# design 1

**Design 1: routing congestion**

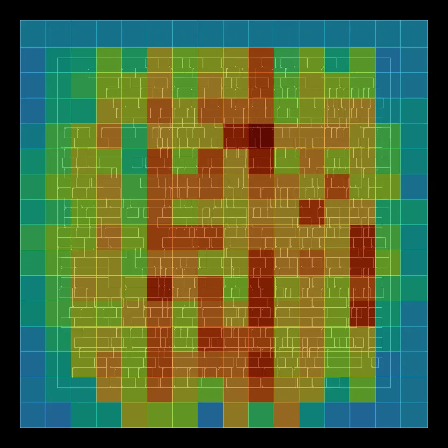

<file path="config.mk">
export PLATFORM = sky130hd
export DESIGN_NAME = u_core_ctrl
export DESIGN_NICKNAME = d
export VERILOG_FILES = /design/src/rtl/u_core_ctrl_pkg.sv /design/src/rtl/u_core_ctrl_exc_prio.sv /design/src/rtl/u_core_ctrl.sv
export SDC_FILE = /design/constraint.sdc
export NUM_CORES = 1
export LEC_CHECK = 0
export CAP_MARGIN = 0
export CORE_MARGIN = 10
export CORE_UTILIZATION = 48
export DETAILED_ROUTE_END_ITERATION = 12
export GPL_ROUTABILITY_DRIVEN = 1
export GPL_TIMING_DRIVEN = 1
export PLACE_DENSITY_LB_ADDON = 0.3
export SLEW_MARGIN = 40
export SYNTH_ARGS = -nofsm -noshare
export SYNTH_HDL_FRONTEND = slang
export SYNTH_SLANG_ARGS = --single-unit
</file>
<file path="constraint.sdc">
create_clock -name clk -period 4.2 [get_ports clk]
set_input_delay 1.26 -clock clk [delete_from_list [all_inputs] [get_ports clk]]
set_output_delay 1.26 -clock clk [all_outputs]
set_load 0.005 [all_outputs]
</file>
<file path="src/rtl/u_core_ctrl_pkg.sv">
// u_core_ctrl_pkg: shared state encoding and constants for the core run-state controller.
package u_core_ctrl_pkg;
    typedef enum logic [2:0] {IDLE, BOOT, RUN, DRAIN, SLEEP, HALT} core_state_e;
    localparam int EXC_ILLEGAL_INST = 0;
    localparam int EXC_UNALIGN_PC = 1;
    localparam int PC_INC = 4;
endpackage

</file>
<file path="src/rtl/u_core_ctrl_exc_prio.sv">
// u_core_ctrl_exc_prio: masked lowest-index one-hot priority encoder.
module u_core_ctrl_exc_prio
    import u_core_ctrl_pkg::*;
#(
    parameter int N = 2
)(
    input  logic [N-1:0] req,
    input  logic [N-1:0] mask,
    output logic [N-1:0] grant
);
    logic [N-1:0] m;
    always_comb begin
        m = req & mask;
        grant = m & (~m + N'(1));
    end
endmodule

</file>
<file path="src/rtl/u_core_ctrl.sv">
// u_core_ctrl: core run-state controller sequencing boot, run, WFI sleep and exception halt.
module u_core_ctrl
    import u_core_ctrl_pkg::*;
#(
    parameter int PC_WIDTH = 32,
    parameter int EXCEPTION_NUM = 2,
    parameter int DRAIN_CYCLES = 3
)(
    input  logic                     clk,
    input  logic                     rst,
    input  logic                     start_pulse,
    input  logic [PC_WIDTH-1:0]      start_pc,
    input  logic [EXCEPTION_NUM-1:0] core_configuration,
    input  logic                     id_vld,
    input  logic [PC_WIDTH-1:0]      id_pc,
    input  logic                     id_wfi,
    input  logic [EXCEPTION_NUM-1:0] exc_req,
    input  logic                     wake,
    output logic                     fetch_en,
    output logic                     pc_load,
    output logic [PC_WIDTH-1:0]      pc_load_val,
    output logic                     id_flush,
    output logic                     id_kill,
    output logic                     exc_vld,
    output logic [EXCEPTION_NUM-1:0] exc_cause,
    output logic [PC_WIDTH-1:0]      exc_pc,
    output logic                     core_busy,
    output logic                     core_sleep,
    output logic                     core_halted
);
    localparam int CW = $clog2(DRAIN_CYCLES + 1);
    core_state_e state_q, state_d;
    logic [CW-1:0] cnt_q, cnt_d;
    logic [EXCEPTION_NUM-1:0] cfg_q, cfg_d, cause_q, cause_d, grant;
    logic [PC_WIDTH-1:0] tgt_q, tgt_d, epc_q, epc_d;
    logic by_exc_q, by_exc_d, wake_q, wake_d, rsm_q, rsm_d;
    logic start, exc_take, wfi_ev, drain_first;

    u_core_ctrl_exc_prio #(.N(EXCEPTION_NUM)) u_prio (
        .req  (exc_req),
        .mask (cfg_q),
        .grant(grant)
    );

    assign start       = start_pulse & (state_q == IDLE | state_q == HALT);
    assign exc_take    = state_q == RUN & id_vld & |grant;
    assign wfi_ev      = state_q == RUN & id_vld & id_wfi & ~|exc_req;
    assign drain_first = state_q == DRAIN & cnt_q == CW'(DRAIN_CYCLES - 1);

    always_ff @(posedge clk or posedge rst) begin
        if (rst) state_q <= IDLE;
        else     state_q <= state_d;
    end

    always_comb begin
        state_d = state_q;
        case (state_q)
            IDLE, HALT: state_d = start_pulse ? BOOT : state_q;
            BOOT:       state_d = RUN;
            RUN:        state_d = (exc_take | wfi_ev) ? DRAIN : RUN;
            // a wake seen at any point of a WFI drain skips SLEEP entirely
            DRAIN:      state_d = cnt_q != '0 ? DRAIN : by_exc_q ? HALT : (wake_q | wake) ? BOOT : SLEEP;
            SLEEP:      state_d = wake ? BOOT : SLEEP;
            default:    state_d = IDLE;
        endcase
    end

    always_comb begin
        cfg_d    = start ? core_configuration : cfg_q;
        tgt_d    = start ? start_pc : wfi_ev ? id_pc + PC_WIDTH'(PC_INC) : tgt_q;
        rsm_d    = start ? 1'b0 : wfi_ev ? 1'b1 : rsm_q;
        by_exc_d = exc_take ? 1'b1 : (wfi_ev | start) ? 1'b0 : by_exc_q;
        cause_d  = start ? '0 : exc_take ? grant : cause_q;
        epc_d    = start ? '0 : exc_take ? id_pc : epc_q;
        cnt_d    = (exc_take | wfi_ev) ? CW'(DRAIN_CYCLES - 1) : (state_q == DRAIN & cnt_q != '0) ? cnt_q - CW'(1) : cnt_q;
        wake_d   = state_q == DRAIN & (wake_q | wake);
    end

    always_ff @(posedge clk or posedge rst) begin
        if (rst) begin
            cfg_q    <= '0;
            tgt_q    <= '0;
            rsm_q    <= 1'b0;
            by_exc_q <= 1'b0;
            cause_q  <= '0;
            epc_q    <= '0;
            cnt_q    <= '0;
            wake_q   <= 1'b0;
        end else begin
            cfg_q    <= cfg_d;
            tgt_q    <= tgt_d;
            rsm_q    <= rsm_d;
            by_exc_q <= by_exc_d;
            cause_q  <= cause_d;
            epc_q    <= epc_d;
            cnt_q    <= cnt_d;
            wake_q   <= wake_d;
        end
    end

    // BOOT serves both the initial start (with flush) and the post-sleep resume load
    always_comb begin
        fetch_en    = state_q == RUN;
        pc_load     = state_q == BOOT;
        pc_load_val = state_q == BOOT ? tgt_q : '0;
        id_flush    = (state_q == BOOT & ~rsm_q) | drain_first;
        id_kill     = state_q == RUN & id_vld & (|exc_req | id_wfi);
        exc_vld     = drain_first & by_exc_q;
        exc_cause   = cause_q;
        exc_pc      = epc_q;
        core_busy   = state_q == BOOT | state_q == RUN | state_q == DRAIN;
        core_sleep  = state_q == SLEEP;
        core_halted = state_q == HALT;
    end
endmodule
</file>
# design 2

File: src/rtl/demux1_to_4_stream_if.sv
// rtl/demux1_to_4_stream_if.sv - stream and channel signals of the 1-to-4 stream demux
interface demux1_to_4_stream_if #(
  parameter int WIDTH = 32
) ();
  logic               in_valid;
  logic               in_ready;
  logic [1:0]         in_sel;
  logic [WIDTH-1:0]   in_data;
  logic [3:0]         out_valid;
  logic [3:0]         out_ready;
  logic [4*WIDTH-1:0] out_data;
  logic [7:0]         out_level;

  modport master (
    output in_valid, in_sel, in_data, out_ready,
    input  in_ready, out_valid, out_data, out_level
  );

  modport slave (
    input  in_valid, in_sel, in_data, out_ready,
    output in_ready, out_valid, out_data, out_level
  );
endinterface

File: src/rtl/demux1_to_4_stream.sv
// rtl/demux1_to_4_stream.sv - routes one stream to four channels, each behind a 2-entry FIFO
module demux1_to_4_stream #(
  parameter int WIDTH = 32
) (
  input  logic                 clk,
  input  logic                 reset_n,
  demux1_to_4_stream_if.slave  bus
);
  localparam logic [1:0] LEVEL_FULL = 2'd2;

  logic [3:0][1:0]            level_q, level_d;
  logic [3:0]                 wptr_q, wptr_d;
  logic [3:0]                 rptr_q, rptr_d;
  logic [3:0]                 valid_q, valid_d;
  logic [3:0][1:0][WIDTH-1:0] mem_q, mem_d;
  logic [3:0]                 push, pop;
  logic                       in_ready;

  // Readiness looks only at the addressed channel's registered level, so a
  // pop in the same cycle never frees room for the incoming beat.
  assign in_ready     = (level_q[bus.in_sel] != LEVEL_FULL);
  assign bus.in_ready = in_ready;
  assign bus.out_valid = valid_q;

  always_comb begin
    push = '0;
    pop  = '0;
    for (int k = 0; k < 4; k++) begin
      push[k] = bus.in_valid && in_ready && (bus.in_sel == 2'(k));
      pop[k]  = valid_q[k] && bus.out_ready[k];
    end
  end

  always_comb begin
    level_d = level_q;
    wptr_d  = wptr_q;
    rptr_d  = rptr_q;
    mem_d   = mem_q;
    valid_d = valid_q;
    for (int k = 0; k < 4; k++) begin
      if (push[k]) begin
        mem_d[k][wptr_q[k]] = bus.in_data;
        wptr_d[k]           = ~wptr_q[k];
      end
      if (pop[k]) begin
        rptr_d[k] = ~rptr_q[k];
      end
      case ({push[k], pop[k]})
        2'b10:   level_d[k] = level_q[k] + 2'd1;
        2'b01:   level_d[k] = level_q[k] - 2'd1;
        default: level_d[k] = level_q[k];
      endcase
      valid_d[k] = (level_d[k] != 2'd0);
    end
  end

  always_ff @(posedge clk or negedge reset_n) begin
    if (!reset_n) begin
      level_q <= '0;
      wptr_q  <= '0;
      rptr_q  <= '0;
      valid_q <= '0;
      mem_q   <= '0;
    end else begin
      level_q <= level_d;
      wptr_q  <= wptr_d;
      rptr_q  <= rptr_d;
      valid_q <= valid_d;
      mem_q   <= mem_d;
    end
  end

  for (genvar g = 0; g < 4; g++) begin : g_chan
    assign bus.out_data[g*WIDTH +: WIDTH] = mem_q[g][rptr_q[g]];
    assign bus.out_level[2*g +: 2]        = level_q[g];
  end
endmodule

File: src/flat_wrapper.sv
// flat-port wrapper written by rule: the top's interface ports become plain ports
module demux1_to_4_stream_flat 
#(
  parameter int WIDTH = 32
)
  (clk, reset_n, bus_in_valid, bus_in_sel, bus_in_data, bus_out_ready, bus_in_ready, bus_out_valid, bus_out_data, bus_out_level);
  demux1_to_4_stream_if #(.WIDTH(WIDTH)) bus_i ();
  input  logic clk;
  input  logic reset_n;
  input wire logic [$bits(bus_i.in_valid)-1:0] bus_in_valid;
  input wire logic [$bits(bus_i.in_sel)-1:0] bus_in_sel;
  input wire logic [$bits(bus_i.in_data)-1:0] bus_in_data;
  input wire logic [$bits(bus_i.out_ready)-1:0] bus_out_ready;
  output wire logic [$bits(bus_i.in_ready)-1:0] bus_in_ready;
  output wire logic [$bits(bus_i.out_valid)-1:0] bus_out_valid;
  output wire logic [$bits(bus_i.out_data)-1:0] bus_out_data;
  output wire logic [$bits(bus_i.out_level)-1:0] bus_out_level;
  assign bus_i.in_valid = bus_in_valid;
  assign bus_i.in_sel = bus_in_sel;
  assign bus_i.in_data = bus_in_data;
  assign bus_i.out_ready = bus_out_ready;
  assign bus_in_ready = bus_i.in_ready;
  assign bus_out_valid = bus_i.out_valid;
  assign bus_out_data = bus_i.out_data;
  assign bus_out_level = bus_i.out_level;
  demux1_to_4_stream #(.WIDTH(WIDTH)) u_core (.clk(clk), .reset_n(reset_n), .bus(bus_i));
endmodule
File: config.mk
export PLATFORM = sky130hd
export DESIGN_NAME = demux1_to_4_stream_flat
export DESIGN_NICKNAME = d
export VERILOG_FILES = /design/src/rtl/demux1_to_4_stream_if.sv /design/src/rtl/demux1_to_4_stream.sv /design/src/flat_wrapper.sv
export SDC_FILE = /design/constraint.sdc
export NUM_CORES = 1
export LEC_CHECK = 0
export ABC_AREA = 1
export CORE_UTILIZATION = 59
export DETAILED_ROUTE_END_ITERATION = 12
export PLACE_DENSITY = 0.89
export SLEW_MARGIN = 20
export SYNTH_ARGS = -nofsm -noshare
export SYNTH_HDL_FRONTEND = slang
export SYNTH_SLANG_ARGS = --single-unit
File: constraint.sdc
create_clock -name clk -period 4 [get_ports clk]
set_input_delay 0.6 -clock clk [delete_from_list [all_inputs] [get_ports clk]]
set_output_delay 0.6 -clock clk [all_outputs]
set_load 0.01 [all_outputs]
**Design 1: the metal 2 layer**

The bar under the picture is 20 um long.
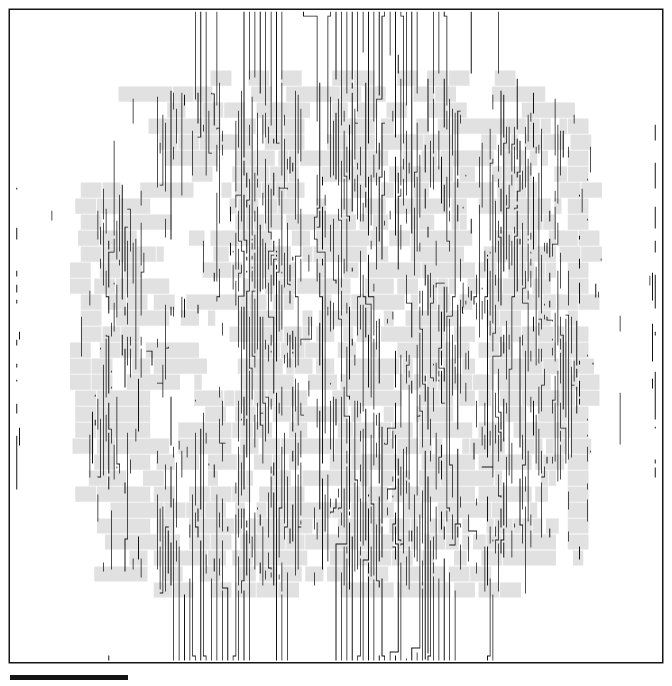
The wires run mostly vertical. The longest straight run is 45.4 um. The layer holds 48% of the routed length. 533 nets have wire on it. The layer carries 6310 um of wire.

Notes on 'routing congestion' of design 1 above:
GR Layer Usage met2: 0.340
Overall Global Routing Usage: 0.207

==> results.txt, design 1 <==
Implementation results are summarized by area below.

Status
The flow ran to the end, and the final reports show no timing, DRC or antenna violations.

Timing
The worst setup slack after layout is 0.243 ns. Checking max transition, the worst relative margin is 0.512. The final timing report derives a shortest allowable period of 3.96 ns.

Looking at the max-slew report, the worst-margin pin has a slew of between 0.7 and 0.8 ns. From the final report, the count of setup violators was given as 0. Setup repair after global routing left no endpoint under its margin.

Setup path
STA classifies the critical path endpoint as a primary output. For the worst reg-to-reg path, the endpoint reported by OpenROAD is tgt_q[25]. On the worst path, the slowest cell contributes a delay of around 0.50 ns. The most critical setup path has its startpoint at id_vld. The timing report shows the most common cell along the critical path to be sky130_fd_sc_hd__clkdlybuf4s50_1. The critical path start-end classification is input pin to primary output. The kind of start point of the critical path is an input pin. The critical path's slowest stage uses the library cell sky130_fd_sc_hd__clkdlybuf4s50_1. The data arrival time of the critical path is 2.70 ns.

Die
The die area is between 10000 and 15000 um2.

Clocking
Per the TritonCTS log, the buffer count is 9. The report lists the number of cells resized after CTS as 0. The root cell of the clock tree is sky130_fd_sc_hd__clkbuf_8.

Layout
The non-filler instance count after layout is 653. The area used by sequential logic in the layout is ~1900 um2. The finished layout reports a core utilization of 0.700.

The total of fill cells in the finished design is approximately 660. The library cells used most frequently in the layout, excluding fill and tap cells, are sky130_fd_sc_hd__clkdlybuf4s50_1, sky130_fd_sc_hd__dfrtp_1, sky130_fd_sc_hd__and3_1.

Power and ir drop
The combinational cell fraction of total power is 0.454. Per the power-grid run, VDD falls by no more than approximately 0.36 mV. The power report attributes to the sequential group a share of 0.383.

GRT
The overall overflow remaining after global route is 0. The wire length of the first global-routing pass is ~21 mm.

Place
The count of input and output buffers is about 150.

Route
The via total after detailed routing is about 3800. The iteration count of the initial detailed-routing pass is 4. The average wire length per cell after detail routing is between 20 and 25 um.

Yosys
The area fraction in mux cells is 0. The cell-mix breakdown from Yosys lists the simple-gate area share as 0.207. In the Yosys report the total cell count is just over 400. The largest family of logic cells by area is simple AND/OR/NAND/NOR gates.

The most repeated cell in the gate-level netlist after synthesis is sky130_fd_sc_hd__dfrtp_1. The number of storage elements in the synthesis netlist is 76.

Job
The logs give a warning total of 27.
-- design 1: metal layers --
layer  up-vias  routed length (um)  track usage  part of all wire
met4         0                 320       0.0825             0.024
met5         -                   0            0                 0
met3        27                1050       0.0536             0.080
met1      1812                5450        0.252              0.42
met2       159                6310        0.340              0.48
li1       1753                   -            -                 -
-- design 1: area by class of cell --
type / instances / share of cell area
flip-flops and latches: 76 / 0.334
multi-input cells: 288 / 0.331
repair buffers: 157 / 0.272
clock buffers: 11 / 0.0231
well taps: 105 / 0.0231
clock inverters: 5 / 0.00923
inverters: 11 / 0.00747
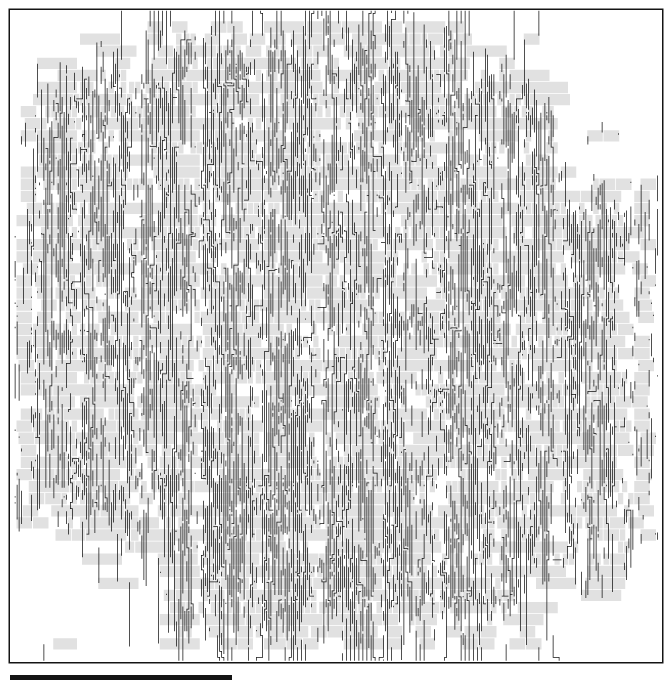
**Above:** design 2 (the metal 2 layer).
The bar under the picture is 50 um long.
The layer carries 16400 um of wire. The longest straight run is 44.5 um.

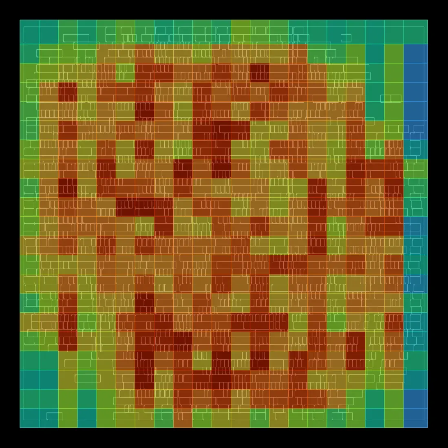
**Above:** design 2 (routing congestion).
GR met3 Demand/Resource: 0.0597
Routed WL per cell: 17.4 um

==> results.txt, design 2 <==
Implementation results are summarized by area below.

Yosys
For reference, the top logic cell family by area is simple AND/OR/NAND/NOR gates. The synthesis report lists the most area-consuming cells as sky130_fd_sc_hd__dfrtp_1, sky130_fd_sc_hd__nand2_1, sky130_fd_sc_hd__clkbuf_1. Counting the warning lines in the Yosys log gives 0. Yosys mapped the design onto 22 distinct sky130hd cell types.

Setup path
The number of cells on the worst reg-to-reg path is 10. For this run, the slowest stage of the critical path takes between 0.8 and 0.9 ns. The signal on the critical path passes through clkinv_1 > nand2_1 > nand2_1 > clkdlybuf4s50_1. The report shows a maximum critical-path fanout of 33.

Layout
The final design was reported to hold multi-input combinational gates totalling approximately 1200. In the finished layout, the clock tree contains a buffer count of 33. The number of flip-flops in the largest register is roughly 260. More flip-flops sit in one register than any other, and that register is u_core.mem_q. The cell class ranked first by area is flip-flops and latches.

The share of final-layout standard cells stronger than drive strength 1 is 0.0479.

GRT
The wire length of the first global-routing pass is between 50 and 60 mm. The met1 routing resource usage after global routing is 0.458. The via count of the first global-routing pass was ~11000.

The total overflow left after global routing is 0. The overall global routing resource usage is 0.336.

Power and ir drop
The internal power contribution is 0.00842 W. The combinational cell power is about 0.0059 W. The share of total power dissipated in the clock network is 0.192.

Clocking
Looking at the worst setup and hold paths, the clock pins of their registers show a slew of 0.06 ns.

Route
The first detailed-routing pass took 9 iterations.

Die
The floorplan step records an initial core utilization of 0.606. The floorplan has ~52 rows.

Worst hold path
The worst hold path class is input pin to async pin.

Status
The run finished with clean final reports.
==> design 2: cells in the mapped netlist (6+ instances only) <==
library cell               count
sky130_fd_sc_hd__inv_1        10
sky130_fd_sc_hd__buf_4        25
sky130_fd_sc_hd__buf_2        26
sky130_fd_sc_hd__dfrtp_1     276
sky130_fd_sc_hd__xnor2_1       8
sky130_fd_sc_hd__nand2_1    1177
sky130_fd_sc_hd__nor2_2        7
sky130_fd_sc_hd__clkbuf_1     59
sky130_fd_sc_hd__nand4_1       8
sky130_fd_sc_hd__nand3_1       6


==> layout pictures side by side <==
A small window of the routed layout.
Plate I
The bar under the picture is 10 um long. Region (35, 13) to (75, 53) um. Cells in grey, sequential cells in the stronger grey; small squares are vias.
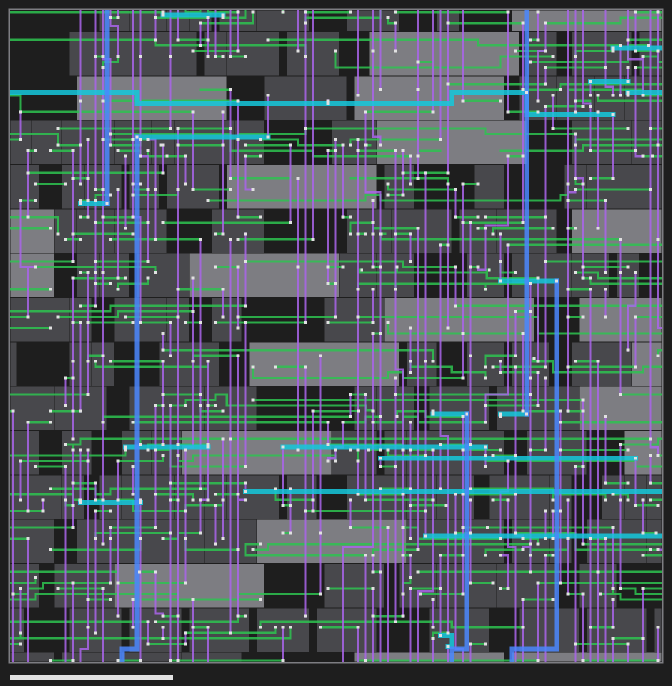
Plate II
The bar under the picture is 10 um long. Region (53, 24) to (93, 64) um. Cells in grey, sequential cells in the stronger grey; small squares are vias.
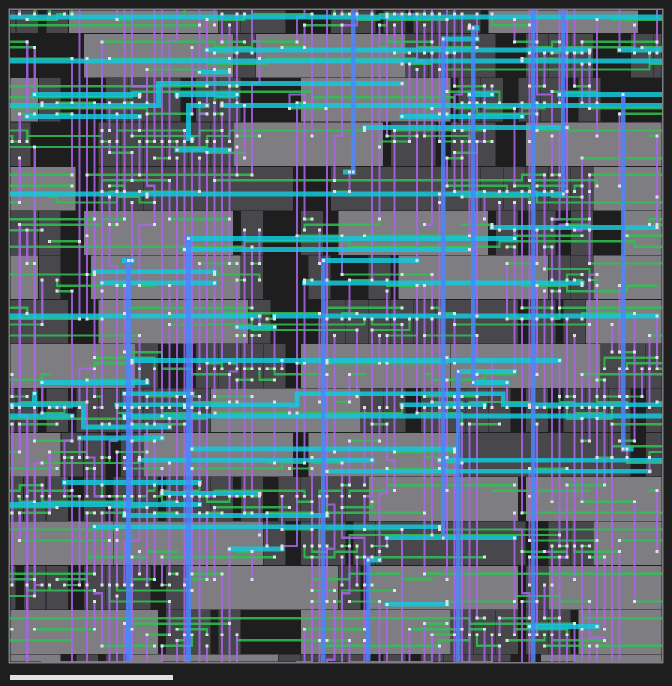
For design 1, see Plate I.
For design 2, see Plate II.

Key to Plate II:
Purple marks M2. Cyan marks M3. Green marks M1. Blue marks M4.
Sequential cells in the window: 29. 168 logic cells have their middle in the window. Most frequent: nand2_1 (126), dfrtp_1 (29). Netlist names of flops here include u_core.mem_q (28), u_core.rptr_q (1).

No activity file was given, so power comes from the tool's default toggle rates.
